# opb_simple_master_flat

Figure 1. Cell outlines without signal wires (opb_simple_master_flat).
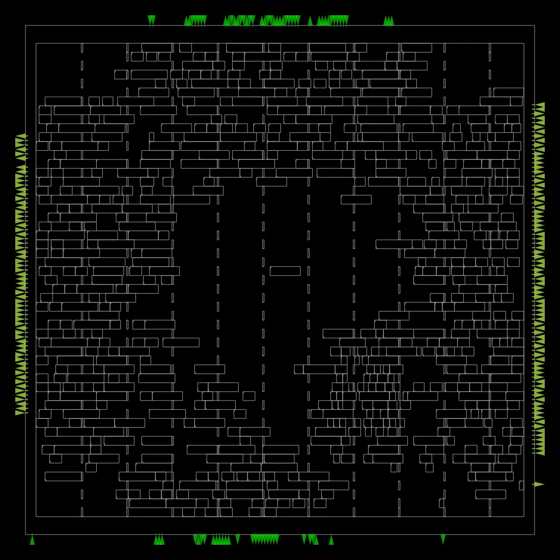
Figure 2. Wiring by layer (opb_simple_master_flat).
The bar under the picture is 50 um long. Two of the layers only.
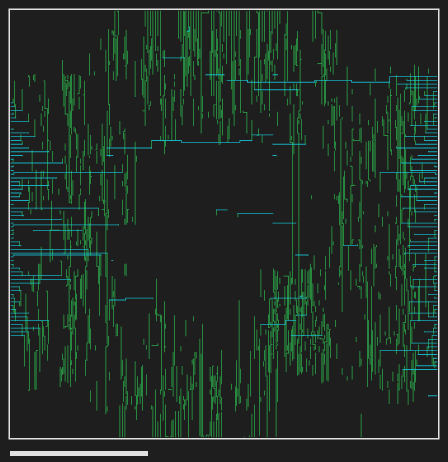
## src/rtl/opb_simple_master_if.sv

```systemverilog
// ---------------------------------------------------------------------------
// opb_simple_master_if
//   Signal bundle for opb_simple_master. It carries the user command/response
//   handshake and the OPB master-port signals. Clock and reset stay outside
//   the bundle.
//
//   Modports
//     master : the view from inside opb_simple_master
//              (drives cmd_ready, rsp_*, M_*)
//     slave  : the view from the user logic and the arbiter/slave side
//              (drives cmd_*, rsp_ready, OPB_*)
//
//   Signals (bit 0 is the MSB, as usual for OPB)
//     cmd_valid, cmd_ready, cmd_rnw, cmd_addr, cmd_be, cmd_data
//                              : single-beat command handshake
//     rsp_valid, rsp_ready, rsp_data, rsp_err
//                              : response handshake
//     M_request, M_select, M_RNW, M_ABus, M_BE, M_DBus, M_seqAddr, M_busLock
//                              : OPB master outputs
//     OPB_MGrant, OPB_xferAck, OPB_errAck, OPB_retry, OPB_toutSup, OPB_DBus
//                              : OPB inputs to the master
// ---------------------------------------------------------------------------
interface opb_simple_master_if #(
  parameter int C_OPB_AWIDTH = 32,
  parameter int C_OPB_DWIDTH = 32
);
  // User command side
  logic                          cmd_valid;
  logic                          cmd_ready;
  logic                          cmd_rnw;
  logic [0:C_OPB_AWIDTH-1]       cmd_addr;
  logic [0:C_OPB_DWIDTH/8-1]     cmd_be;
  logic [0:C_OPB_DWIDTH-1]       cmd_data;

  // User response side
  logic                          rsp_valid;
  logic                          rsp_ready;
  logic [0:C_OPB_DWIDTH-1]       rsp_data;
  logic                          rsp_err;

  // OPB master outputs
  logic                          M_request;
  logic                          M_select;
  logic                          M_RNW;
  logic [0:C_OPB_AWIDTH-1]       M_ABus;
  logic [0:C_OPB_DWIDTH/8-1]     M_BE;
  logic [0:C_OPB_DWIDTH-1]       M_DBus;
  logic                          M_seqAddr;
  logic                          M_busLock;

  // OPB inputs
  logic                          OPB_MGrant;
  logic                          OPB_xferAck;
  logic                          OPB_errAck;
  logic                          OPB_retry;
  logic                          OPB_toutSup;
  logic [0:C_OPB_DWIDTH-1]       OPB_DBus;

  modport master (
    input  cmd_valid, cmd_rnw, cmd_addr, cmd_be, cmd_data, rsp_ready,
    input  OPB_MGrant, OPB_xferAck, OPB_errAck, OPB_retry, OPB_toutSup, OPB_DBus,
    output cmd_ready, rsp_valid, rsp_data, rsp_err,
    output M_request, M_select, M_RNW, M_ABus, M_BE, M_DBus, M_seqAddr, M_busLock
  );

  modport slave (
    output cmd_valid, cmd_rnw, cmd_addr, cmd_be, cmd_data, rsp_ready,
    output OPB_MGrant, OPB_xferAck, OPB_errAck, OPB_retry, OPB_toutSup, OPB_DBus,
    input  cmd_ready, rsp_valid, rsp_data, rsp_err,
    input  M_request, M_select, M_RNW, M_ABus, M_BE, M_DBus, M_seqAddr, M_busLock
  );
endinterface

```

## src/rtl/opb_simple_master.sv

```systemverilog
// ---------------------------------------------------------------------------
// opb_simple_master
//   OPB bus initiator. It accepts one single-beat read or write command from
//   fabric logic, runs it as an OPB master transaction (request, grant,
//   select, ack) and returns a response. Only one command is outstanding at
//   a time.
//
//   Ports
//     OPB_Clk    : clock for the whole block
//     OPB_Rst_n  : asynchronous, active-low reset
//     bus        : opb_simple_master_if.master (command, response and OPB
//                  master-port signals)
//
//   Parameters
//     MAX_RETRY    : OPB_retry occurrences tolerated per command; the next
//                    retry ends the command with rsp_err=1
//     TOUT_CYCLES  : XFER cycles without an ack before a local timeout
//     C_OPB_AWIDTH : address width
//     C_OPB_DWIDTH : data width
//
//   Build option
//     OPB_MASTER_TOUT_EN : when defined, a local XFER timeout counter is
//                          built (held while OPB_toutSup=1). When undefined,
//                          XFER waits indefinitely for an ack or a retry.
//
//   All outputs come from registers. Address, BE, RNW and data buses are
//   forced to 0 whenever M_select=0 so the block can sit on an OR-bus.
// ---------------------------------------------------------------------------
module opb_simple_master #(
  parameter int MAX_RETRY    = 4,
  parameter int TOUT_CYCLES  = 16,
  parameter int C_OPB_AWIDTH = 32,
  parameter int C_OPB_DWIDTH = 32
) (
  input  logic                OPB_Clk,
  input  logic                OPB_Rst_n,
  opb_simple_master_if.master bus
);

  localparam int BEW = C_OPB_DWIDTH / 8;
  localparam int RW  = $clog2(MAX_RETRY + 1);

  typedef enum logic [1:0] {
    IDLE = 2'd0,
    REQ  = 2'd1,
    XFER = 2'd2,
    RSP  = 2'd3
  } state_t;

  state_t                  state_q, state_d;
  logic                    cmd_ready_q, cmd_ready_d;
  logic                    m_request_q, m_request_d;
  logic                    m_select_q, m_select_d;
  logic                    m_rnw_q, m_rnw_d;
  logic [0:C_OPB_AWIDTH-1] m_abus_q, m_abus_d;
  logic [0:BEW-1]          m_be_q, m_be_d;
  logic [0:C_OPB_DWIDTH-1] m_dbus_q, m_dbus_d;
  logic                    rsp_valid_q, rsp_valid_d;
  logic [0:C_OPB_DWIDTH-1] rsp_data_q, rsp_data_d;
  logic                    rsp_err_q, rsp_err_d;
  logic [RW-1:0]           retry_cnt_q, retry_cnt_d;

  // Latched command; these are data only and need no reset.
  logic                    rnw_q;
  logic [0:C_OPB_AWIDTH-1] addr_q;
  logic [0:BEW-1]          be_q;
  logic [0:C_OPB_DWIDTH-1] wdata_q;

  logic                    latch_en;
  logic                    release_bus;

`ifdef OPB_MASTER_TOUT_EN
  localparam int TW = (TOUT_CYCLES > 1) ? $clog2(TOUT_CYCLES) : 1;
  logic [TW-1:0]           tout_cnt_q, tout_cnt_d;
`else
  // OPB_toutSup only matters for the local timeout.
  logic                    unused_tout_sup;
  assign unused_tout_sup = bus.OPB_toutSup;
`endif

  // -------------------------------------------------------------------------
  // Next-state and registered-output logic
  // -------------------------------------------------------------------------
  always_comb begin
    state_d     = state_q;
    cmd_ready_d = cmd_ready_q;
    m_request_d = m_request_q;
    m_select_d  = m_select_q;
    m_rnw_d     = m_rnw_q;
    m_abus_d    = m_abus_q;
    m_be_d      = m_be_q;
    m_dbus_d    = m_dbus_q;
    rsp_valid_d = rsp_valid_q;
    rsp_data_d  = rsp_data_q;
    rsp_err_d   = rsp_err_q;
    retry_cnt_d = retry_cnt_q;
    latch_en    = 1'b0;
    release_bus = 1'b0;
`ifdef OPB_MASTER_TOUT_EN
    tout_cnt_d  = tout_cnt_q;
`endif

    case (state_q)
      IDLE: begin
        cmd_ready_d = 1'b1;
        if (bus.cmd_valid) begin
          latch_en    = 1'b1;
          retry_cnt_d = '0;
          cmd_ready_d = 1'b0;
          m_request_d = 1'b1;
          state_d     = REQ;
        end
      end

      REQ: begin
        if (bus.OPB_MGrant) begin
          m_request_d = 1'b0;
          m_select_d  = 1'b1;
          m_rnw_d     = rnw_q;
          m_abus_d    = addr_q;
          m_be_d      = be_q;
          // The data bus stays 0 during reads so it cannot corrupt the OR-bus.
          m_dbus_d    = rnw_q ? '0 : wdata_q;
`ifdef OPB_MASTER_TOUT_EN
          tout_cnt_d  = '0;
`endif
          state_d     = XFER;
        end
      end

      XFER: begin
        if (bus.OPB_errAck) begin
          release_bus = 1'b1;
          rsp_valid_d = 1'b1;
          rsp_err_d   = 1'b1;
          rsp_data_d  = '0;
          state_d     = RSP;
        end else if (bus.OPB_xferAck) begin
          release_bus = 1'b1;
          rsp_valid_d = 1'b1;
          rsp_err_d   = 1'b0;
          rsp_data_d  = rnw_q ? bus.OPB_DBus : '0;
          state_d     = RSP;
        end else if (bus.OPB_retry) begin
          release_bus = 1'b1;
          if (retry_cnt_q < RW'(MAX_RETRY)) begin
            retry_cnt_d = retry_cnt_q + RW'(1);
            m_request_d = 1'b1;
            state_d     = REQ;
          end else begin
            rsp_valid_d = 1'b1;
            rsp_err_d   = 1'b1;
            rsp_data_d  = '0;
            state_d     = RSP;
          end
`ifdef OPB_MASTER_TOUT_EN
        end else if (!bus.OPB_toutSup && (tout_cnt_q == TW'(TOUT_CYCLES - 1))) begin
          release_bus = 1'b1;
          rsp_valid_d = 1'b1;
          rsp_err_d   = 1'b1;
          rsp_data_d  = '0;
          state_d     = RSP;
        end else if (!bus.OPB_toutSup) begin
          tout_cnt_d  = tout_cnt_q + TW'(1);
`endif
        end
      end

      RSP: begin
        // Response stays stable until accepted; cmd_ready returns on the
        // same edge so the next command can be taken one cycle later.
        if (bus.rsp_ready) begin
          rsp_valid_d = 1'b0;
          rsp_err_d   = 1'b0;
          rsp_data_d  = '0;
          cmd_ready_d = 1'b1;
          state_d     = IDLE;
        end
      end

      default: state_d = IDLE;
    endcase

    // Leaving XFER: deselect and return every driven bus to 0 on the same edge.
    if (release_bus) begin
      m_select_d = 1'b0;
      m_rnw_d    = 1'b0;
      m_abus_d   = '0;
      m_be_d     = '0;
      m_dbus_d   = '0;
    end
  end

  // -------------------------------------------------------------------------
  // Control and output registers
  // -------------------------------------------------------------------------
  always_ff @(posedge OPB_Clk or negedge OPB_Rst_n) begin
    if (!OPB_Rst_n) begin
      state_q     <= IDLE;
      cmd_ready_q <= 1'b1;
      m_request_q <= 1'b0;
      m_select_q  <= 1'b0;
      m_rnw_q     <= 1'b0;
      m_abus_q    <= '0;
      m_be_q      <= '0;
      m_dbus_q    <= '0;
      rsp_valid_q <= 1'b0;
      rsp_data_q  <= '0;
      rsp_err_q   <= 1'b0;
      retry_cnt_q <= '0;
    end else begin
      state_q     <= state_d;
      cmd_ready_q <= cmd_ready_d;
      m_request_q <= m_request_d;
      m_select_q  <= m_select_d;
      m_rnw_q     <= m_rnw_d;
      m_abus_q    <= m_abus_d;
      m_be_q      <= m_be_d;
      m_dbus_q    <= m_dbus_d;
      rsp_valid_q <= rsp_valid_d;
      rsp_data_q  <= rsp_data_d;
      rsp_err_q   <= rsp_err_d;
      retry_cnt_q <= retry_cnt_d;
    end
  end

`ifdef OPB_MASTER_TOUT_EN
  always_ff @(posedge OPB_Clk or negedge OPB_Rst_n) begin
    if (!OPB_Rst_n) begin
      tout_cnt_q <= '0;
    end else begin
      tout_cnt_q <= tout_cnt_d;
    end
  end
`endif

  // -------------------------------------------------------------------------
  // Command capture (command inputs may change freely after accept)
  // -------------------------------------------------------------------------
  always_ff @(posedge OPB_Clk) begin
    if (latch_en) begin
      rnw_q   <= bus.cmd_rnw;
      addr_q  <= bus.cmd_addr;
      be_q    <= bus.cmd_be;
      wdata_q <= bus.cmd_data;
    end
  end

  assign bus.cmd_ready = cmd_ready_q;
  assign bus.rsp_valid = rsp_valid_q;
  assign bus.rsp_data  = rsp_data_q;
  assign bus.rsp_err   = rsp_err_q;
  assign bus.M_request = m_request_q;
  assign bus.M_select  = m_select_q;
  assign bus.M_RNW     = m_rnw_q;
  assign bus.M_ABus    = m_abus_q;
  assign bus.M_BE      = m_be_q;
  assign bus.M_DBus    = m_dbus_q;
  assign bus.M_seqAddr = 1'b0;
  assign bus.M_busLock = 1'b0;

endmodule

```

## src/flat_wrapper.sv

```systemverilog
// flat-port wrapper written by rule: the top's interface ports become plain ports
module opb_simple_master_flat 
#(
  parameter int MAX_RETRY    = 4,
  parameter int TOUT_CYCLES  = 16,
  parameter int C_OPB_AWIDTH = 32,
  parameter int C_OPB_DWIDTH = 32
)
  (OPB_Clk, OPB_Rst_n, bus_cmd_valid, bus_cmd_rnw, bus_cmd_addr, bus_cmd_be, bus_cmd_data, bus_rsp_ready, bus_OPB_MGrant, bus_OPB_xferAck, bus_OPB_errAck, bus_OPB_retry, bus_OPB_toutSup, bus_OPB_DBus, bus_cmd_ready, bus_rsp_valid, bus_rsp_data, bus_rsp_err, bus_M_request, bus_M_select, bus_M_RNW, bus_M_ABus, bus_M_BE, bus_M_DBus, bus_M_seqAddr, bus_M_busLock);
  opb_simple_master_if #(.C_OPB_AWIDTH(C_OPB_AWIDTH), .C_OPB_DWIDTH(C_OPB_DWIDTH)) bus_i ();
  input  logic OPB_Clk;
  input  logic OPB_Rst_n;
  input wire logic [$bits(bus_i.cmd_valid)-1:0] bus_cmd_valid;
  input wire logic [$bits(bus_i.cmd_rnw)-1:0] bus_cmd_rnw;
  input wire logic [$bits(bus_i.cmd_addr)-1:0] bus_cmd_addr;
  input wire logic [$bits(bus_i.cmd_be)-1:0] bus_cmd_be;
  input wire logic [$bits(bus_i.cmd_data)-1:0] bus_cmd_data;
  input wire logic [$bits(bus_i.rsp_ready)-1:0] bus_rsp_ready;
  input wire logic [$bits(bus_i.OPB_MGrant)-1:0] bus_OPB_MGrant;
  input wire logic [$bits(bus_i.OPB_xferAck)-1:0] bus_OPB_xferAck;
  input wire logic [$bits(bus_i.OPB_errAck)-1:0] bus_OPB_errAck;
  input wire logic [$bits(bus_i.OPB_retry)-1:0] bus_OPB_retry;
  input wire logic [$bits(bus_i.OPB_toutSup)-1:0] bus_OPB_toutSup;
  input wire logic [$bits(bus_i.OPB_DBus)-1:0] bus_OPB_DBus;
  output wire logic [$bits(bus_i.cmd_ready)-1:0] bus_cmd_ready;
  output wire logic [$bits(bus_i.rsp_valid)-1:0] bus_rsp_valid;
  output wire logic [$bits(bus_i.rsp_data)-1:0] bus_rsp_data;
  output wire logic [$bits(bus_i.rsp_err)-1:0] bus_rsp_err;
  output wire logic [$bits(bus_i.M_request)-1:0] bus_M_request;
  output wire logic [$bits(bus_i.M_select)-1:0] bus_M_select;
  output wire logic [$bits(bus_i.M_RNW)-1:0] bus_M_RNW;
  output wire logic [$bits(bus_i.M_ABus)-1:0] bus_M_ABus;
  output wire logic [$bits(bus_i.M_BE)-1:0] bus_M_BE;
  output wire logic [$bits(bus_i.M_DBus)-1:0] bus_M_DBus;
  output wire logic [$bits(bus_i.M_seqAddr)-1:0] bus_M_seqAddr;
  output wire logic [$bits(bus_i.M_busLock)-1:0] bus_M_busLock;
  assign bus_i.cmd_valid = bus_cmd_valid;
  assign bus_i.cmd_rnw = bus_cmd_rnw;
  assign bus_i.cmd_addr = bus_cmd_addr;
  assign bus_i.cmd_be = bus_cmd_be;
  assign bus_i.cmd_data = bus_cmd_data;
  assign bus_i.rsp_ready = bus_rsp_ready;
  assign bus_i.OPB_MGrant = bus_OPB_MGrant;
  assign bus_i.OPB_xferAck = bus_OPB_xferAck;
  assign bus_i.OPB_errAck = bus_OPB_errAck;
  assign bus_i.OPB_retry = bus_OPB_retry;
  assign bus_i.OPB_toutSup = bus_OPB_toutSup;
  assign bus_i.OPB_DBus = bus_OPB_DBus;
  assign bus_cmd_ready = bus_i.cmd_ready;
  assign bus_rsp_valid = bus_i.rsp_valid;
  assign bus_rsp_data = bus_i.rsp_data;
  assign bus_rsp_err = bus_i.rsp_err;
  assign bus_M_request = bus_i.M_request;
  assign bus_M_select = bus_i.M_select;
  assign bus_M_RNW = bus_i.M_RNW;
  assign bus_M_ABus = bus_i.M_ABus;
  assign bus_M_BE = bus_i.M_BE;
  assign bus_M_DBus = bus_i.M_DBus;
  assign bus_M_seqAddr = bus_i.M_seqAddr;
  assign bus_M_busLock = bus_i.M_busLock;
  opb_simple_master #(.MAX_RETRY(MAX_RETRY), .TOUT_CYCLES(TOUT_CYCLES), .C_OPB_AWIDTH(C_OPB_AWIDTH), .C_OPB_DWIDTH(C_OPB_DWIDTH)) u_core (.OPB_Clk(OPB_Clk), .OPB_Rst_n(OPB_Rst_n), .bus(bus_i));
endmodule
```

## config.mk

```make
export PLATFORM = sky130hd
export DESIGN_NAME = opb_simple_master_flat
export DESIGN_NICKNAME = d
export VERILOG_FILES = /design/src/rtl/opb_simple_master_if.sv /design/src/rtl/opb_simple_master.sv /design/src/flat_wrapper.sv
export SDC_FILE = /design/constraint.sdc
export NUM_CORES = 1
export LEC_CHECK = 0
export CORE_MARGIN = 3
export CORE_UTILIZATION = 30
export DETAILED_ROUTE_END_ITERATION = 7
export HOLD_SLACK_MARGIN = 0.06
export SETUP_SLACK_MARGIN = 0.02
export SYNTH_ARGS = -nofsm -noshare
export SYNTH_HDL_FRONTEND = slang
export SYNTH_SLANG_ARGS = --single-unit
```

## constraint.sdc

```tcl
create_clock -name OPB_Clk -period 4.3 [get_ports OPB_Clk]
set_input_delay 0.43 -clock OPB_Clk [delete_from_list [all_inputs] [get_ports OPB_Clk]]
set_output_delay 0.43 -clock OPB_Clk [all_outputs]
set_load 0.01 [all_outputs]
```

==> results.yml <==
# generated from flow reports
outcome:
  status: "finished, final reports clean"
final_timing:
  clock.fmax_ghz: 0.398
  hold-worst-slack_ns: 0.191
  slew_headroom_pct: 26.7
  fin_ws_ns: 1.79
  period_needed_ns: 2.51
place:
  hpwl_mm: 10.7
cells_and_area:
  num-multi-input-gates: 188
  regArea_um2: 4850
critical_path:
  r2r_cells: 3
  required_ns: 4.61
  regToRegSetupSlack_ns: 1.79
  path_max_fanout: 33
  worstReg2RegStart: "u_core.state_q[0]$_DFFE_PN0P_"
  crit_cells: 3
floorplanning:
  initCoreUtil_pct: 31.1
  dieHeight_um: 155
global_route:
  use_met2_pct: 20.7
  grt_pass1_vias: 4492
  grt_use_met3_pct: 4.45
power:
  powerClk_mw: 1.55
  worst_ir_drop_vdd_mv: 0.290
clocking:
  cts_sinks: 180
  cts_tree: "done"
detailed_routing:
  met2_wirelength_mm: 7.45
## Picture notes: Figure 1
utilization after layout: 44.9%
Flops: 180
core outline area: 21400 um^2
Seq/total area: 50.5%
Tap Cells: 275

## Picture notes: Figure 2
Key: green = M2 [wire length 7450 um]; cyan = M3 [wire length 1300 um]
gr usage total: 13.7%
WL/cell: 18.3 um
WL final: 16.4 mm

-- cells by family (layout without fill, tap and decap cells) --
family / Yosys count / count (layout) / synth area share, %
buffers and inverters: 35 / 254 / 3.02
and+or+nand+nor: 58 / 58 / 5.26
adders and majority gates: 1 / 1 / 0.188
AOI/OAI and AO/OA: 94 / 94 / 11.5
DFF: 180 / 180 / 72.8
muxes: 33 / 33 / 7.19
other: 1 / 2 / 0.0563
-- metrics by stage --
stage               cells  utilization [%]
detailed placement    865             42.1
global placement      865             42.1
global route          897             44.9
floorplan             403                -
CTS                   897             44.9
finish                897             44.9

# video_cache_writer

Figure 3. Signal metal coverage by tile (video_cache_writer).
The bar under the picture is 20 um long. The die is cut into 13 by 13 equal tiles; black is low, pale yellow is high, scaled to the fullest tile. Values are wire area over tile area, all layers added.
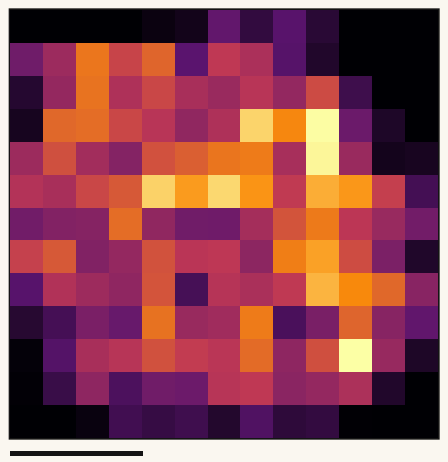
Figure 4. Wiring by layer (video_cache_writer).
The bar under the picture is 20 um long. Two of the layers only.
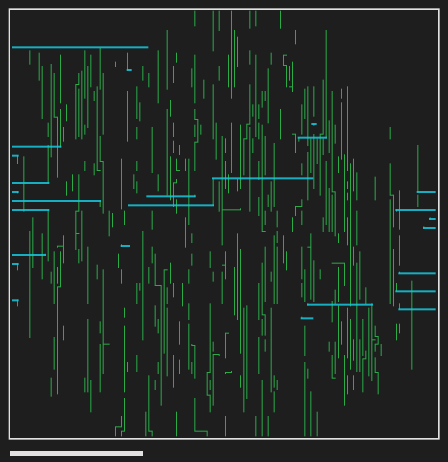
## config.mk

```make
export PLATFORM = sky130hd
export DESIGN_NAME = video_cache_writer
export DESIGN_NICKNAME = d
export VERILOG_FILES = /design/src/rtl/video_cache_writer.sv
export SDC_FILE = /design/constraint.sdc
export NUM_CORES = 1
export LEC_CHECK = 0
export CORE_MARGIN = 1.5
export CORE_UTILIZATION = 55
export DETAILED_ROUTE_END_ITERATION = 12
export PLACE_DENSITY = 0.83
export SETUP_SLACK_MARGIN = 0.05
export SYNTH_ARGS = -nofsm -noshare
export SYNTH_HDL_FRONTEND = slang
export SYNTH_SLANG_ARGS = --single-unit
```

## constraint.sdc

```tcl
create_clock -name clk -period 3.9 [get_ports clk]
set_input_delay 0.585 -clock clk [delete_from_list [all_inputs] [get_ports clk]]
set_output_delay 0.585 -clock clk [all_outputs]
set_load 0.01 [all_outputs]
```

## src/rtl/video_cache_writer.sv

```systemverilog
// video_cache_writer: unpacks 3-byte/2-pixel packets into sequential 12-bit RAM writes.
// Writes are registered one cycle behind the completing byte; overflow sticks until frame_done.
module video_cache_writer #(
    parameter int RAM_SIZE  = 1024,
    parameter int COLOR_LEN = 12
) (
    input  logic                        clk,
    input  logic                        rst,
    input  logic                        inclk,
    input  logic [7:0]                  in,
    input  logic                        in_done,
    output logic                        ram_writeclk,
    output logic [$clog2(RAM_SIZE)-1:0] ram_waddr,
    output logic [COLOR_LEN-1:0]        ram_win,
    output logic                        frame_done,
    output logic                        overflow
);
    localparam int AW = $clog2(RAM_SIZE);

    typedef enum logic [1:0] {PH0, PH1, PH2} phase_t;

    phase_t              r_phase;
    phase_t              w_phase_nxt;
    phase_t              w_adv;
    logic [7:0]          r_hi;
    logic [3:0]          r_nib;
    logic [AW:0]         r_addr;
    logic                r_wr;
    logic [AW-1:0]       r_waddr;
    logic [COLOR_LEN-1:0] r_win;
    logic                r_frame_done;
    logic                r_overflow;
    logic                w_pix_done;
    logic                w_full;
    logic                w_wr;
    logic [11:0]         w_pix;

    always_ff @(posedge clk) begin
        if (rst)
            r_phase <= PH0;
        else
            r_phase <= w_phase_nxt;
    end

    // The extra counter bit lets the address reach RAM_SIZE without wrapping.
    always_comb begin
        w_adv       = r_phase == PH0 ? PH1 : r_phase == PH1 ? PH2 : PH0;
        w_phase_nxt = in_done ? PH0 : inclk ? w_adv : r_phase;
        w_pix_done  = inclk && r_phase != PH0;
        w_pix       = r_phase == PH1 ? {r_hi, in[7:4]} : {r_nib, in};
        w_full      = r_addr == (AW+1)'(RAM_SIZE);
        w_wr        = w_pix_done && !w_full;
    end

    always_ff @(posedge clk) begin
        if (rst) begin
            r_hi         <= '0;
            r_nib        <= '0;
            r_addr       <= '0;
            r_wr         <= 1'b0;
            r_waddr      <= '0;
            r_win        <= '0;
            r_frame_done <= 1'b0;
            r_overflow   <= 1'b0;
        end else begin
            if (inclk && r_phase == PH0)
                r_hi <= in;
            if (inclk && r_phase == PH1)
                r_nib <= in[3:0];
            r_addr <= in_done ? '0 : w_wr ? r_addr + 1'b1 : r_addr;
            r_wr   <= w_wr;
            if (w_wr) begin
                r_waddr <= r_addr[AW-1:0];
                r_win   <= COLOR_LEN'(w_pix);
            end
            r_frame_done <= in_done;
            r_overflow   <= r_frame_done ? 1'b0 : r_overflow | (w_pix_done & w_full);
        end
    end

    assign ram_writeclk = r_wr;
    assign ram_waddr    = r_waddr;
    assign ram_win      = r_win;
    assign frame_done   = r_frame_done;
    assign overflow     = r_overflow;
endmodule

```

==> results.yml <==
# generated from flow reports
outcome:
  status: "finished, final reports clean"
detailed_routing:
  drc: 0
  drt.antenna.violating_nets: 0
min_path:
  min_path_type: "reg2reg"
cells_and_area:
  post-route-util_pct: 71.0
  n_antenna_cell: 0
  seq_area_share_pct: 38.8
  comb_share_pct: 39.5
  fin_area_um2: 2580
critical_path:
  cp-end-kind: "flop"
  worstReg2RegStart: "r_addr[0]$_SDFFE_PP0P_"
  regToRegSetupSlack_ns: 1.72
  startpoint_type: "input port"
  worstSetupStartpoint: "inclk"
run:
  cap_violations: 0
final_timing:
  period_needed_ns: 2.31
floorplanning:
  rows: 22
clocking:
  clock.latency.late_pin_ns: 0.31
  cts_resized: 0
place:
  place_inst: 279
## Picture notes: Figure 3
The densest ninth of the die: centre. The emptiest ninth of the die: upper right. 12% of the tiles are nearly empty. The fullest tile reaches 0.38.
WL final: 3.79 mm
WL/cell: 13.2 um

## Picture notes: Figure 4
Key: cyan = M3 [wire length 137 um]; green = M2 [wire length 1640 um]
via count: 1511
gr usage total: 20.8%

-- where the power goes --
group | switching [mW] | total [mW] | internal (mW)
sequential | 0.00770 | 0.531 | 0.524
clock | 0.167 | 0.355 | 0.189
combinational | 0.0460 | 0.0914 | 0.0454
-- worst reg2reg max path, stage by stage (launching register included) --
cell and delay [ns]:
dfxtp_1 0.41, inv_1 0.06, ha_1 0.19, nor4b_2 0.18
a31oi_4 0.57, buf_4 0.40, nor2_1 0.09, a211oi_2 0.19
-- routing by layer --
metal,track usage (%),routed length (um)
met4,8.78,78
met1,28.2,1930
met2,32.0,1640
met3,4.69,137
met5,0,0

# display_scan_ctrl

### src/rtl/display_pkg.sv
// Shared types and constants for the 4-digit multiplexed 7-segment scanner.
package display_pkg;

    typedef enum logic [1:0] {
        ST_OFF  = 2'd0,
        ST_SHOW = 2'd1,
        ST_GAP  = 2'd2
    } state_t;

    localparam int N_DIGITS = 4;

    localparam logic [6:0] SEG_BLANK = 7'h7F;

    // Active-low {g,f,e,d,c,b,a} codes, entry 15 first down to entry 0
    localparam logic [15:0][6:0] SEG_LUT = {
        7'h0E, 7'h06, 7'h21, 7'h46, 7'h03, 7'h08, 7'h10, 7'h00,
        7'h78, 7'h02, 7'h12, 7'h19, 7'h30, 7'h24, 7'h79, 7'h40
    };

endpackage

### src/rtl/hex_to_7seg.sv
// Combinational hex nibble to active-low 7-segment decoder.
module hex_to_7seg
    import display_pkg::*;
(
    input  logic [3:0] hex,
    output logic [6:0] seg
);

    assign seg = SEG_LUT[hex];

endmodule

### src/rtl/display_scan_ctrl.sv
// Four-digit multiplexed 7-segment scan controller with tear-free double buffering.
// Optional leading-zero blanking is built when DISPLAY_LZB_EN is defined.
module display_scan_ctrl
    import display_pkg::*;
#(
    parameter int SCAN_DIV   = 27000,
    parameter int GAP_CYCLES = 2
) (
    input  logic        clk,
    input  logic        rst_n,
    input  logic        en_i,
    input  logic        load_i,
    input  logic [15:0] data_i,
    input  logic [3:0]  dp_i,
    output logic [3:0]  anode_o,
    output logic [6:0]  seg_o,
    output logic        dp_o,
    output logic        frame_o
);

    localparam logic [19:0] PRESC_LAST = 20'(SCAN_DIV - 1);
    localparam logic [3:0]  GAP_LAST   = (GAP_CYCLES > 0) ? 4'(GAP_CYCLES - 1) : 4'd0;
    localparam bit          HAS_GAP    = (GAP_CYCLES > 0);
    localparam logic [1:0]  IDX_LAST   = 2'(N_DIGITS - 1);

    state_t      state_reg, state_next;
    logic [19:0] presc_reg, presc_next;
    logic [3:0]  gap_reg, gap_next;
    logic [1:0]  idx_reg, idx_next;
    logic        advance;
    logic        wrap;

    // Buffers hold {dp[3:0], data[15:0]}
    logic [19:0] staging_reg;
    logic [19:0] shadow_reg;
    logic        pending_reg;

    logic [3:0]  nibble;
    logic [3:0]  dp_shadow;
    logic [6:0]  seg_dec;
    logic [6:0]  seg_show;

    always_ff @(posedge clk or negedge rst_n) begin
        if (!rst_n) begin
            state_reg <= ST_OFF;
            presc_reg <= '0;
            gap_reg   <= '0;
            idx_reg   <= '0;
        end else begin
            state_reg <= state_next;
            presc_reg <= presc_next;
            gap_reg   <= gap_next;
            idx_reg   <= idx_next;
        end
    end

    always_comb begin
        state_next = state_reg;
        presc_next = presc_reg;
        gap_next   = gap_reg;
        idx_next   = idx_reg;
        advance    = 1'b0;
        wrap       = 1'b0;
        if (!en_i) begin
            state_next = ST_OFF;
            presc_next = '0;
            gap_next   = '0;
            idx_next   = '0;
        end else begin
            case (state_reg)
                ST_OFF: begin
                    state_next = ST_SHOW;
                    presc_next = '0;
                    idx_next   = '0;
                end
                ST_SHOW: begin
                    if (presc_reg == PRESC_LAST) begin
                        presc_next = '0;
                        if (HAS_GAP) begin
                            state_next = ST_GAP;
                            gap_next   = '0;
                        end else begin
                            advance = 1'b1;
                        end
                    end else begin
                        presc_next = presc_reg + 20'd1;
                    end
                end
                ST_GAP: begin
                    if (gap_reg == GAP_LAST) begin
                        state_next = ST_SHOW;
                        gap_next   = '0;
                        advance    = 1'b1;
                    end else begin
                        gap_next = gap_reg + 4'd1;
                    end
                end
                default: state_next = ST_OFF;
            endcase
            if (advance) begin
                idx_next = idx_reg + 2'd1;
                wrap     = (idx_reg == IDX_LAST);
            end
        end
    end

    // Shadow only changes at a frame boundary (or while dark) so a frame never mixes old and new data
    always_ff @(posedge clk or negedge rst_n) begin
        if (!rst_n) begin
            staging_reg <= '0;
            shadow_reg  <= '0;
            pending_reg <= 1'b0;
        end else if (load_i && (state_reg == ST_OFF || wrap)) begin
            shadow_reg  <= {dp_i, data_i};
            pending_reg <= 1'b0;
        end else if (load_i) begin
            staging_reg <= {dp_i, data_i};
            pending_reg <= 1'b1;
        end else if (wrap && pending_reg) begin
            shadow_reg  <= staging_reg;
            pending_reg <= 1'b0;
        end
    end

    assign nibble    = shadow_reg[{idx_reg, 2'b00} +: 4];
    assign dp_shadow = shadow_reg[19:16];

    hex_to_7seg u_dec (
        .hex (nibble),
        .seg (seg_dec)
    );

`ifdef DISPLAY_LZB_EN
    logic [N_DIGITS-1:0] lz_blank;
    assign lz_blank[0] = 1'b0;
    generate
        for (genvar gi = 1; gi < N_DIGITS; gi++) begin : g_lzb
            assign lz_blank[gi] = (shadow_reg[15:4*gi] == '0);
        end
    endgenerate
    assign seg_show = lz_blank[idx_reg] ? SEG_BLANK : seg_dec;
`else
    assign seg_show = seg_dec;
`endif

    // Gating on en_i here lets the display go dark on the very next clock after disable
    always_ff @(posedge clk or negedge rst_n) begin
        if (!rst_n) begin
            anode_o <= 4'hF;
            seg_o   <= SEG_BLANK;
            dp_o    <= 1'b1;
            frame_o <= 1'b0;
        end else begin
            frame_o <= wrap;
            if (en_i && state_reg == ST_SHOW) begin
                anode_o <= ~(4'b0001 << idx_reg);
                seg_o   <= seg_show;
                dp_o    <= ~dp_shadow[idx_reg];
            end else begin
                anode_o <= 4'hF;
                seg_o   <= SEG_BLANK;
                dp_o    <= 1'b1;
            end
        end
    end

endmodule
### config.mk
export PLATFORM = sky130hd
export DESIGN_NAME = display_scan_ctrl
export DESIGN_NICKNAME = d
export VERILOG_FILES = /design/src/rtl/display_pkg.sv /design/src/rtl/hex_to_7seg.sv /design/src/rtl/display_scan_ctrl.sv
export SDC_FILE = /design/constraint.sdc
export NUM_CORES = 1
export LEC_CHECK = 0
export ABC_CLOCK_PERIOD_IN_PS = 2300
export CELL_PAD_IN_SITES_DETAIL_PLACEMENT = 0
export CELL_PAD_IN_SITES_GLOBAL_PLACEMENT = 1
export CORE_MARGIN = 2
export CORE_UTILIZATION = 44
export CTS_BUF_LIST = sky130_fd_sc_hd__clkbuf_8
export CTS_CLUSTER_SIZE = 16
export DETAILED_ROUTE_END_ITERATION = 8
export PLACE_DENSITY_LB_ADDON = 0.12
export SETUP_SLACK_MARGIN = 0.05
export SLEW_MARGIN = 30
export SYNTH_ARGS = -nofsm -noshare
export SYNTH_HDL_FRONTEND = slang
export SYNTH_SLANG_ARGS = --single-unit
### constraint.sdc
create_clock -name clk -period 2.3 [get_ports clk]
set_clock_uncertainty 0.15 [all_clocks]
set_input_delay 0.69 -clock clk [delete_from_list [all_inputs] [get_ports clk]]
set_output_delay 0.69 -clock clk [all_outputs]
set_load 0.03 [all_outputs]
Figure 5. Cell outlines without signal wires (display_scan_ctrl).
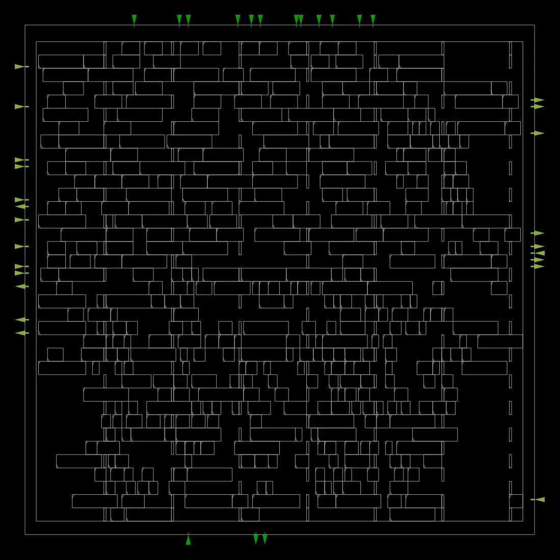
Flops: 82
utilization after layout: 54.6%
Rows: 36

Figure 6. Placement by cell class (display_scan_ctrl).
Fill, decap, tap and diode cells in grey.
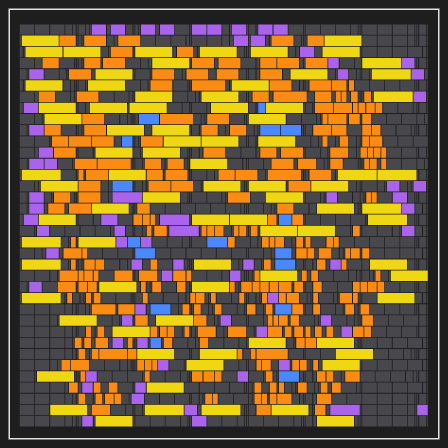
Key: blue = clock drivers and dummy loads [cells 16, share of their area 3.6%]; yellow = sequential cells [cells 82, share of their area 40%]; orange = remaining logic cells [cells 277, share of their area 44%]; purple = remaining buffers and delay cells [cells 69, share of their area 12%]
Seq/total area: 38.9%
core outline area: 9730 um^2
post-route cell area: 5320 um^2

Figure 7. A small window of the routed layout (display_scan_ctrl).
The bar under the picture is 20 um long. Window x 1 to 51, y 1 to 51 um. Cells in grey, sequential cells in the stronger grey; small squares are vias.
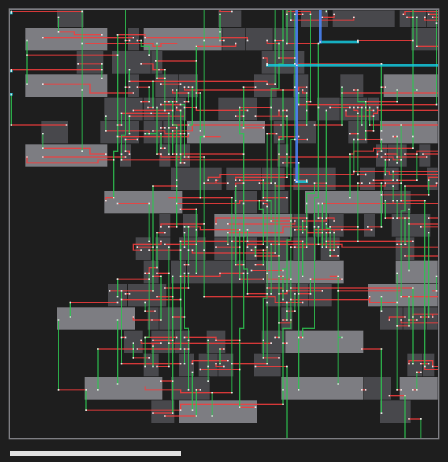
Key: blue = M4; cyan = M3; red = M1; green = M2
Netlist names of flops here include presc_reg (5), anode_o (4), gap_reg (4). Sequential cells in the window: 18. 122 logic cells have their middle in the window. Most frequent: buf_4 (15), dfrtp_1 (14), nand2_1 (11).

==> results.yml <==
# generated from flow reports
synth:
  syn_nets: 414
  ys_types: 52
  synth_seq_share_pct: 46.9
  ys_sh_simple_pct: 14.3
  fa_ha_area_share_pct: 3.98
outcome:
  status: "finished, final reports clean"
critical_path:
  path_max_fanout: 14
  startpoint_type: "flop"
  crit_path_top_delay_cell: "dfrtp_1"
clocking:
  cts_sinks: 82
  hold_buffers: 0
  cts_tree: "done"
  clk_pin_slew_ns: 0.09
place:
  portBuffers: 36
  place_congestion: 0.810
final_timing:
  slew_headroom_pct: 75.7
  tightestPinTransition_ns: 0.362
run:
  cap_violations: 0
detailed_routing:
  drc: 0
power:
  powerDensity_nw_per_um2: 1030
cells_and_area:
  syn2layout_area_growth_pct: 20.7
  n_antenna_cell: 0
[final cells by class]
cell class,count,area [um^2]
timing repair buffer,69,643
clock buffer,9,124
clock inverter,7,60.1
inverter,15,56.3
multi-input combinational,262,2200
fill,889,4410
sequential,82,2070
tap,133,166
[metal layers]
metal  track usage [%]  routed length (um)
met5                 0                   0
met2              29.3                4390
met4              6.37                 131
met1              25.6                4590
met3              2.63                 187
[where the power goes]
group	internal, mW	switching (mW)
logic	1.28	1.00
registers	1.93	0.272
clock network	0.413	0.593
total	3.62	1.87

# seek_z

Figure 8. Sequential cells grouped by signal name (seek_z).
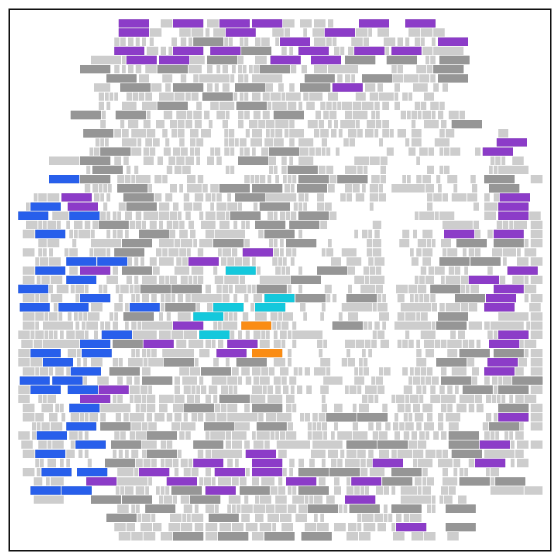
## src/rtl/seek_z.sv

```systemverilog
// Iterative shift-add multiplier: z = a * b (unsigned, exact), STEP multiplier bits per cycle.
// Optional early exit on an exhausted multiplier when SEEK_Z_EARLY_EXIT_EN is defined.
module seek_z #(
  parameter int WIDTH = 33,
  parameter int STEP  = 1
) (
  input  logic               clk,
  input  logic               reset,
  input  logic               en,
  input  logic [WIDTH-1:0]   a,
  input  logic [WIDTH-1:0]   b,
  output logic               busy,
  output logic [2*WIDTH-1:0] z,
  output logic               rdy
);

  // state | meaning
  // IDLE  | waiting for en; z holds the last result
  // BUSY  | one STEP-bit partial product accumulated per cycle
  // DONE  | single cycle with rdy high and z valid
  typedef enum logic [1:0] {IDLE, BUSY, DONE} state_t;

  localparam int ZW = 2 * WIDTH;
  localparam int N  = WIDTH / STEP;
  localparam int CW = $clog2(N + 1);

  state_t            state, state_nxt;
  logic [ZW-1:0]     acc, acc_nxt;
  logic [ZW-1:0]     mcand, mcand_nxt;
  logic [ZW-1:0]     z_nxt;
  logic [ZW-1:0]     partial;
  logic [WIDTH-1:0]  mplier, mplier_nxt;
  logic [CW-1:0]     cnt, cnt_nxt;
  logic              last;

  always_ff @(posedge clk or negedge reset) begin
    if (!reset) begin
      state  <= IDLE;
      acc    <= '0;
      mcand  <= '0;
      mplier <= '0;
      cnt    <= '0;
      z      <= '0;
    end else begin
      state  <= state_nxt;
      acc    <= acc_nxt;
      mcand  <= mcand_nxt;
      mplier <= mplier_nxt;
      cnt    <= cnt_nxt;
      z      <= z_nxt;
    end
  end

  // mcand is pre-shifted each step, so the partial product needs no variable shift.
  always_comb begin
    state_nxt  = state;
    acc_nxt    = acc;
    mcand_nxt  = mcand;
    mplier_nxt = mplier;
    cnt_nxt    = cnt;
    z_nxt      = z;
    partial    = mcand * ZW'(mplier[STEP-1:0]);
    last       = (cnt == '0);
`ifdef SEEK_Z_EARLY_EXIT_EN
    last       = last || ((mplier >> STEP) == '0);
`endif
    case (state)
      IDLE: begin
        if (en) begin
          mcand_nxt  = ZW'(a);
          mplier_nxt = b;
          acc_nxt    = '0;
          cnt_nxt    = CW'(N - 1);
          state_nxt  = BUSY;
        end
      end
      BUSY: begin
        acc_nxt    = acc + partial;
        mcand_nxt  = mcand << STEP;
        mplier_nxt = mplier >> STEP;
        cnt_nxt    = cnt - CW'(1);
        if (last) begin
          z_nxt     = acc + partial;
          state_nxt = DONE;
        end
      end
      DONE:    state_nxt = IDLE;
      default: state_nxt = IDLE;
    endcase
  end

  assign busy = (state != IDLE);
  assign rdy  = (state == DONE);

endmodule

```

## config.mk

```make
export PLATFORM = sky130hd
export DESIGN_NAME = seek_z
export DESIGN_NICKNAME = d
export VERILOG_FILES = /design/src/rtl/seek_z.sv
export SDC_FILE = /design/constraint.sdc
export NUM_CORES = 1
export LEC_CHECK = 0
export CAP_MARGIN = 20
export CORE_MARGIN = 2
export CORE_UTILIZATION = 55
export DETAILED_ROUTE_END_ITERATION = 12
export GPL_TIMING_DRIVEN = 0
export HOLD_SLACK_MARGIN = 0.06
export PLACE_DENSITY = 0.87
export SLEW_MARGIN = 40
export SYNTH_ARGS = -nofsm -noshare
export SYNTH_HDL_FRONTEND = slang
export SYNTH_SLANG_ARGS = --single-unit
```

## constraint.sdc

```tcl
create_clock -name clk -period 6.6 [get_ports clk]
set_input_delay 0.99 -clock clk [delete_from_list [all_inputs] [get_ports clk]]
set_output_delay 0.99 -clock clk [all_outputs]
set_load 0.005 [all_outputs]
```

==> results.yml <==
# generated from flow reports
outcome:
  status: "finished, final reports clean"
critical_path:
  regToRegSetupSlack_ns: 1.61
  cpMostUsedCell: "o21ai_1"
  crit_cells: 15
  critPathKind: "reg2reg"
  reg2reg_to: "z[62]$_DFFE_PN0P_"
place:
  place_congestion: 0.971
  place_inst: 2006
  pre_cts_slack_ns: 1.85
final_timing:
  rsz0062_at_grt: "no"
synth:
  netlist_instances: 1543
  synth.largest_area_cell: "dfrtp_1"
  logic_family: "AND-OR/OR-AND gates"
  synth-xor-area-share_pct: 3.97
  ys_async_sr_fraction_pct: 100
  synth_seq_share_pct: 44.5
  yosys-top-cells-count: "nand2_1 (333), dfrtp_1 (239), o21ai_0 (163), a21oi_1 (90), clkbuf_1 (78)"
  ys_types: 61
power:
  worst_ir_drop_vdd_mv: 0.332
  comb_power_share_pct: 48.3
  p_int_mw: 4.44
  power_leader: "combinational cells"
detailed_routing:
  drtIter0Drc: 1103
  met1Wirelength_mm: 16.2
cells_and_area:
  seq_area_share_pct: 36.9
  fill_cells: 1904
  post-route-util_pct: 67.1
  largest_class: "logic gates"
  lay_top_count: "nand2_1"
global_route:
  grt_antenna_before_repair: 0
  use_met2_pct: 50.6
  track_usage_pct: 30.4
clocking:
  numCtsBuffers: 27
  clock_path_buffers: 3
  clk_pin_slew_ns: 0.06
run:
  cap_violations: 0
## Picture notes: Figure 8
Key: purple = z [flops 66, where all over the die]; cyan = cnt [flops 6, where centre]; blue = mplier [flops 33]; orange = state [flops 2]
Another 132 sequential cells are not coloured.

-- registers in the layout (all words and copies together) (netlist names) --
signal	cells
acc	66
state	2
z	66
cnt	6
mcand	66
mplier	33
-- logic make-up after synthesis --
group                    Yosys count
AND/OR/NAND/NOR                  575
AND-OR/OR-AND                    464
flip-flops                       239
buffers and inverters            122
adder cells (fa/ha/maj)           68
XOR/XNOR                          61
multiplexers                      14

# mem_arbiter

Figure 9. Signal metal coverage by tile (mem_arbiter).
The bar under the picture is 20 um long. The die is cut into 22 by 22 equal tiles; black is low, pale yellow is high, scaled to the fullest tile. Values are wire area over tile area, all layers added.
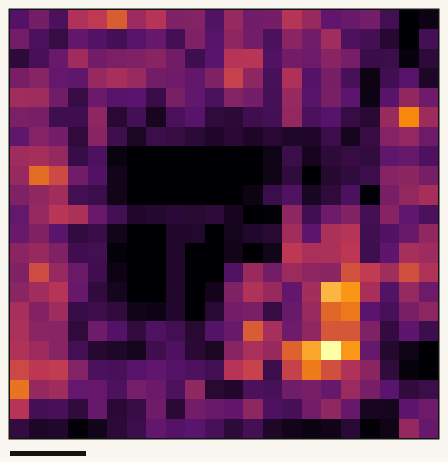
Figure 10. A small window of the routed layout (mem_arbiter).
The bar under the picture is 20 um long. Window x 3 to 53, y 3 to 53 um. Cells in grey, sequential cells in the stronger grey; small squares are vias.
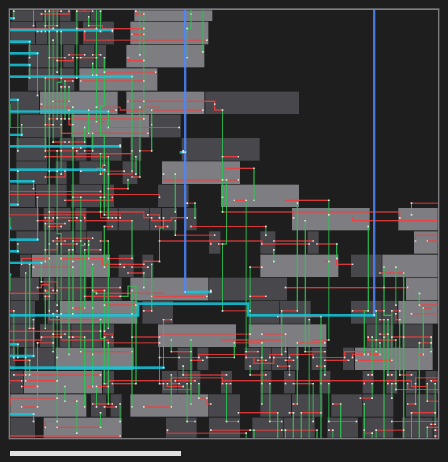
`src/rtl/mem_arbiter.sv`:
```
// -----------------------------------------------------------------------------
// mem_arbiter
//
// Shares one external memory bus between the instruction-fetch port (if_*)
// and the load/store port (ls_*). One transaction is in flight at a time:
// arbitrate in IDLE, present a registered request in REQ until the bus grants
// it, then wait in RESP for the response. The data port wins by default, but a
// starvation counter forces a fetch win after STARVE_LIMIT consecutive
// contested data wins. A pipeline flush squashes the fetch currently owning
// the bus. A watchdog returns an error pulse if a transaction takes too long.
//
// Ports
//   clk, rst            clock, asynchronous active-high reset
//   flush               squashes the current / just-selected fetch
//   if_req, if_addr     fetch request (held until if_gnt)
//   if_gnt/rvalid/err   fetch handshake pulses, if_rdata = bus_rdata
//   ls_req, ls_we, ls_addr, ls_wdata, ls_be
//                       load/store request (held until ls_gnt)
//   ls_gnt/rvalid/err   load/store handshake pulses, ls_rdata = bus_rdata
//   bus_req/we/addr/wdata/be
//                       registered request to the memory bus
//   bus_gnt, bus_rvalid, bus_rdata
//                       memory bus acceptance and response
// -----------------------------------------------------------------------------
module mem_arbiter #(
    parameter int ADDR_W       = 32,
    parameter int DATA_W       = 32,
    parameter int STARVE_LIMIT = 4,
    parameter int TIMEOUT      = 255
) (
    input  logic                clk,
    input  logic                rst,
    input  logic                flush,

    input  logic                if_req,
    input  logic [ADDR_W-1:0]   if_addr,
    output logic                if_gnt,
    output logic                if_rvalid,
    output logic [DATA_W-1:0]   if_rdata,
    output logic                if_err,

    input  logic                ls_req,
    input  logic                ls_we,
    input  logic [ADDR_W-1:0]   ls_addr,
    input  logic [DATA_W-1:0]   ls_wdata,
    input  logic [DATA_W/8-1:0] ls_be,
    output logic                ls_gnt,
    output logic                ls_rvalid,
    output logic [DATA_W-1:0]   ls_rdata,
    output logic                ls_err,

    output logic                bus_req,
    output logic                bus_we,
    output logic [ADDR_W-1:0]   bus_addr,
    output logic [DATA_W-1:0]   bus_wdata,
    output logic [DATA_W/8-1:0] bus_be,
    input  logic                bus_gnt,
    input  logic                bus_rvalid,
    input  logic [DATA_W-1:0]   bus_rdata
);

    localparam int BE_W = DATA_W / 8;
    localparam int SC_W = (STARVE_LIMIT < 1) ? 1 : $clog2(STARVE_LIMIT + 1);
    localparam logic [SC_W-1:0] STARVE_MAX = SC_W'(STARVE_LIMIT);
    localparam logic [15:0]     WD_MAX     = 16'(TIMEOUT);

    localparam logic [1:0] ST_IDLE = 2'd0;
    localparam logic [1:0] ST_REQ  = 2'd1;
    localparam logic [1:0] ST_RESP = 2'd2;

    localparam logic OWN_LS = 1'b0;
    localparam logic OWN_IF = 1'b1;

    logic [1:0]        state_q,      state_d;
    logic              owner_q,      owner_d;
    logic              discard_q,    discard_d;
    logic [SC_W-1:0]   starve_cnt_q, starve_cnt_d;
    logic [15:0]       wd_cnt_q,     wd_cnt_d;
    logic              bus_req_q,    bus_req_d;
    logic              bus_we_q,     bus_we_d;
    logic [ADDR_W-1:0] bus_addr_q,   bus_addr_d;
    logic [DATA_W-1:0] bus_wdata_q,  bus_wdata_d;
    logic [BE_W-1:0]   bus_be_q,     bus_be_d;

    logic busy;
    logic timeout;
    logic handshake;
    logic response;
    logic if_squash;
    logic sel_if;

    assign busy = (state_q == ST_REQ) || (state_q == ST_RESP);

    // A response arriving in the same cycle the watchdog expires completes the
    // transaction normally. In REQ the watchdog wins over a late grant so that
    // gnt and err never pulse together.
    assign timeout   = busy && (wd_cnt_q == WD_MAX) && !((state_q == ST_RESP) && bus_rvalid);
    assign handshake = (state_q == ST_REQ) && bus_req_q && bus_gnt && !timeout;
    assign response  = (state_q == ST_RESP) && bus_rvalid;

    // A flush in the current cycle squashes the fetch immediately; discard_q
    // remembers it for the rest of the transaction.
    assign if_squash = discard_q || flush;

    // Data port wins unless fetch has been starved long enough.
    assign sel_if = if_req && (!ls_req || (starve_cnt_q == STARVE_MAX));

    assign if_gnt    = handshake && (owner_q == OWN_IF) && !if_squash;
    assign if_rvalid = response  && (owner_q == OWN_IF) && !if_squash;
    assign if_err    = timeout   && (owner_q == OWN_IF) && !if_squash;
    assign ls_gnt    = handshake && (owner_q == OWN_LS);
    assign ls_rvalid = response  && (owner_q == OWN_LS);
    assign ls_err    = timeout   && (owner_q == OWN_LS);

    assign if_rdata  = bus_rdata;
    assign ls_rdata  = bus_rdata;

    assign bus_req   = bus_req_q;
    assign bus_we    = bus_we_q;
    assign bus_addr  = bus_addr_q;
    assign bus_wdata = bus_wdata_q;
    assign bus_be    = bus_be_q;

    always_comb begin
        // NOTE: every signal driven here gets a hold value first, so no path
        // through the case statement can leave one unassigned and infer a latch.
        state_d      = state_q;
        owner_d      = owner_q;
        discard_d    = discard_q;
        starve_cnt_d = starve_cnt_q;
        wd_cnt_d     = wd_cnt_q;
        bus_req_d    = bus_req_q;
        bus_we_d     = bus_we_q;
        bus_addr_d   = bus_addr_q;
        bus_wdata_d  = bus_wdata_q;
        bus_be_d     = bus_be_q;

        case (state_q)
            ST_IDLE: begin
                if (if_req || ls_req) begin
                    state_d   = ST_REQ;
                    bus_req_d = 1'b1;
                    wd_cnt_d  = '0;
                    if (sel_if) begin
                        owner_d      = OWN_IF;
                        discard_d    = flush;
                        starve_cnt_d = '0;
                        bus_we_d     = 1'b0;
                        bus_addr_d   = if_addr;
                        bus_wdata_d  = '0;
                        bus_be_d     = '1;
                    end else begin
                        owner_d     = OWN_LS;
                        discard_d   = 1'b0;
                        bus_we_d    = ls_we;
                        bus_addr_d  = ls_addr;
                        bus_wdata_d = ls_wdata;
                        bus_be_d    = ls_be;
                        // Only a contested data win counts towards starvation.
                        if (if_req && (starve_cnt_q != STARVE_MAX)) begin
                            starve_cnt_d = starve_cnt_q + 1'b1;
                        end
                    end
                end
            end

            ST_REQ: begin
                wd_cnt_d = wd_cnt_q + 16'd1;
                if ((owner_q == OWN_IF) && flush) begin
                    discard_d = 1'b1;
                end
                if (timeout) begin
                    state_d   = ST_IDLE;
                    bus_req_d = 1'b0;
                    discard_d = 1'b0;
                end else if (bus_gnt) begin
                    state_d   = ST_RESP;
                    bus_req_d = 1'b0;
                end
            end

            ST_RESP: begin
                wd_cnt_d = wd_cnt_q + 16'd1;
                if ((owner_q == OWN_IF) && flush) begin
                    discard_d = 1'b1;
                end
                if (response || timeout) begin
                    state_d   = ST_IDLE;
                    discard_d = 1'b0;
                end
            end

            default: begin
                state_d   = ST_IDLE;
                bus_req_d = 1'b0;
                discard_d = 1'b0;
            end
        endcase
    end

    always_ff @(posedge clk or posedge rst) begin
        if (rst) begin
            state_q      <= ST_IDLE;
            owner_q      <= OWN_LS;
            discard_q    <= 1'b0;
            starve_cnt_q <= '0;
            wd_cnt_q     <= '0;
            bus_req_q    <= 1'b0;
            bus_we_q     <= 1'b0;
            bus_addr_q   <= '0;
            bus_wdata_q  <= '0;
            bus_be_q     <= '0;
        end else begin
            // NOTE: non-blocking assignments so every flop samples the values
            // computed from the pre-edge state, independent of statement order.
            state_q      <= state_d;
            owner_q      <= owner_d;
            discard_q    <= discard_d;
            starve_cnt_q <= starve_cnt_d;
            wd_cnt_q     <= wd_cnt_d;
            bus_req_q    <= bus_req_d;
            bus_we_q     <= bus_we_d;
            bus_addr_q   <= bus_addr_d;
            bus_wdata_q  <= bus_wdata_d;
            bus_be_q     <= bus_be_d;
        end
    end

endmodule
```
`config.mk`:
```
export PLATFORM = sky130hd
export DESIGN_NAME = mem_arbiter
export DESIGN_NICKNAME = d
export VERILOG_FILES = /design/src/rtl/mem_arbiter.sv
export SDC_FILE = /design/constraint.sdc
export NUM_CORES = 1
export LEC_CHECK = 0
export CORE_MARGIN = 2
export CORE_UTILIZATION = 41
export DETAILED_ROUTE_END_ITERATION = 10
export PLACE_DENSITY = 0.86
export SLEW_MARGIN = 20
export SYNTH_ARGS = -nofsm -noshare
export SYNTH_HDL_FRONTEND = slang
export SYNTH_SLANG_ARGS = --single-unit
```
`constraint.sdc`:
```
create_clock -name clk -period 4.97 [get_ports clk]
set_input_delay 0.7455 -clock clk [delete_from_list [all_inputs] [get_ports clk]]
set_output_delay 0.7455 -clock clk [all_outputs]
set_load 0.03 [all_outputs]
```
==> results.yml <==
# generated from flow reports
clocking:
  numCtsBuffers: 9
  cts-root-buf: "clkbuf_16"
  clock.latency.late_pin_ns: 0.34
  htreeDepth: 3
  cts_sinks: 93
synth:
  ys.flops: 93
  synth_area_per_cell_um2: 9.14
  synth_warnings: 0
  synth_seq_share_pct: 48.3
  top_area_share_pct: 48.3
cells_and_area:
  finalNonFillerCells: 785
  n_antenna_cell: 0
final_timing:
  clock.fmax_ghz: 0.277
  period_needed_ns: 3.61
  slew_viol_final: 0
  slew_headroom_pct: 32.7
  timing.final.hold_violations: 0
critical_path:
  crit_path_max_incr_delay_ns: 0.75
  worstSetupStartpoint: "state_q[0]$_DFFE_PP0P_"
  crit_path_top_delay_cell: "clkdlybuf4s50_1"
  critPathKind: "reg2out"
  arrival_ns: 2.87
  critPathCapture: "ls_gnt"
  path_max_fanout: 14
power:
  pwr-share-seq_pct: 30.7
  p_switching_mw: 1.69
  p_clk_share_pct: 18.8
  power_leader: "combinational cells"
floorplanning:
  rows: 39
  die_area_um2: 12600
min_path:
  min_path_type: "reg2reg"
  hold_end: "bus_wdata[5]$_DFFE_PP0P_"
  min_from: "bus_wdata[5]$_DFFE_PP0P_"
  hold_depth: 2
detailed_routing:
  met1Wirelength_mm: 4.60
  drtIter0Drc: 164
  met2_wirelength_mm: 5.80
  post_drt_wl_per_cell_um: 15.3
global_route:
  use_met2_pct: 31.7
  grt_antenna_before_repair: 0
  use_met1_pct: 22.4
place:
  hpwl_mm: 9.13
outcome:
  status: "finished, final reports clean"
About Figure 9:
The emptiest ninth of the die: centre. 5.8% of the tiles are over half the peak. The fullest tile reaches 0.64. 10% of the tiles are nearly empty. The mean over all tiles is 0.16.
via count: 3961
gr usage total: 19.2%
WL final: 12.0 mm

About Figure 10:
Key: green = M2; cyan = M3; blue = M4; red = M1
Sequential cells in the window: 24. Netlist names of flops here include bus_wdata (22), wd_cnt_q (2). Most frequent: clkdlybuf4s50_1 (45), nand2_1 (41), dfrtp_1 (24). 134 logic cells have their middle in the window.

-- logic make-up after synthesis --
logic type / synth area share [%]
AOI/OAI and AO/OA: 12.0
xor gates and xnor gates: 0.909
adders and majority gates: 1.82
buffers and inverters: 13.0
DFF: 48.3
muxes: 6.65
and+or+nand+nor: 17.3
-- final cells by class --
class,count,area (um^2),share of cell area [%]
clock buffer,11,253,3.81
clock inverter,5,82.6,1.25
inverter,8,32.5,0.491
multi-input combinational,337,1880,28.4
sequential,93,2330,35.1
tap,143,179,2.70
timing repair buffer,188,1870,28.2


==> layout pictures side by side <==
Signal metal coverage by tile.
(a)
The bar under the picture is 20 um long. The die is cut into 21 by 21 equal tiles; black is low, pale yellow is high, scaled to the fullest tile. Values are wire area over tile area, all layers added.
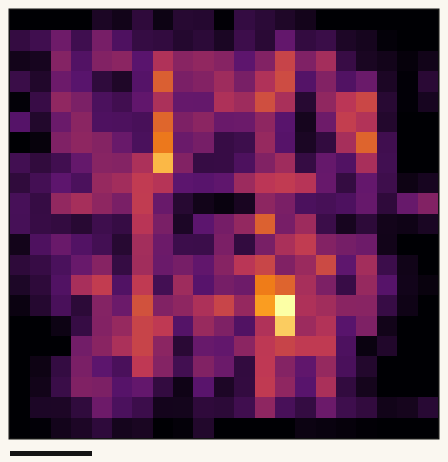
(b)
The bar under the picture is 50 um long. The die is cut into 31 by 31 equal tiles; black is low, pale yellow is high, scaled to the fullest tile. Values are wire area over tile area, all layers added.
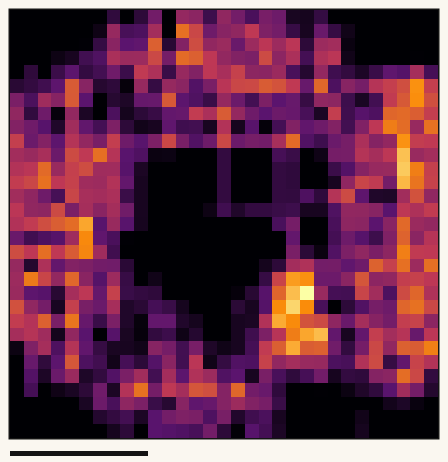
(c)
The bar under the picture is 50 um long. The die is cut into 32 by 32 equal tiles; black is low, pale yellow is high, scaled to the fullest tile. Values are wire area over tile area, all layers added.
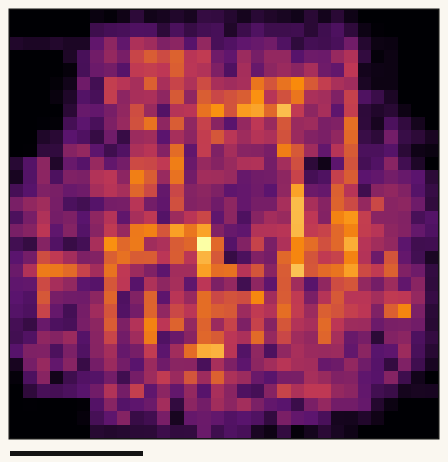
seek_z: (c)
display_scan_ctrl: (a)
opb_simple_master_flat: (b)
- smallest die: (a)

Key to (a):
8.2% of the tiles are over half the peak. The fullest tile reaches 0.56. 14% of the tiles are nearly empty. The mean over all tiles is 0.13.

Power and IR drop assume default switching activity.
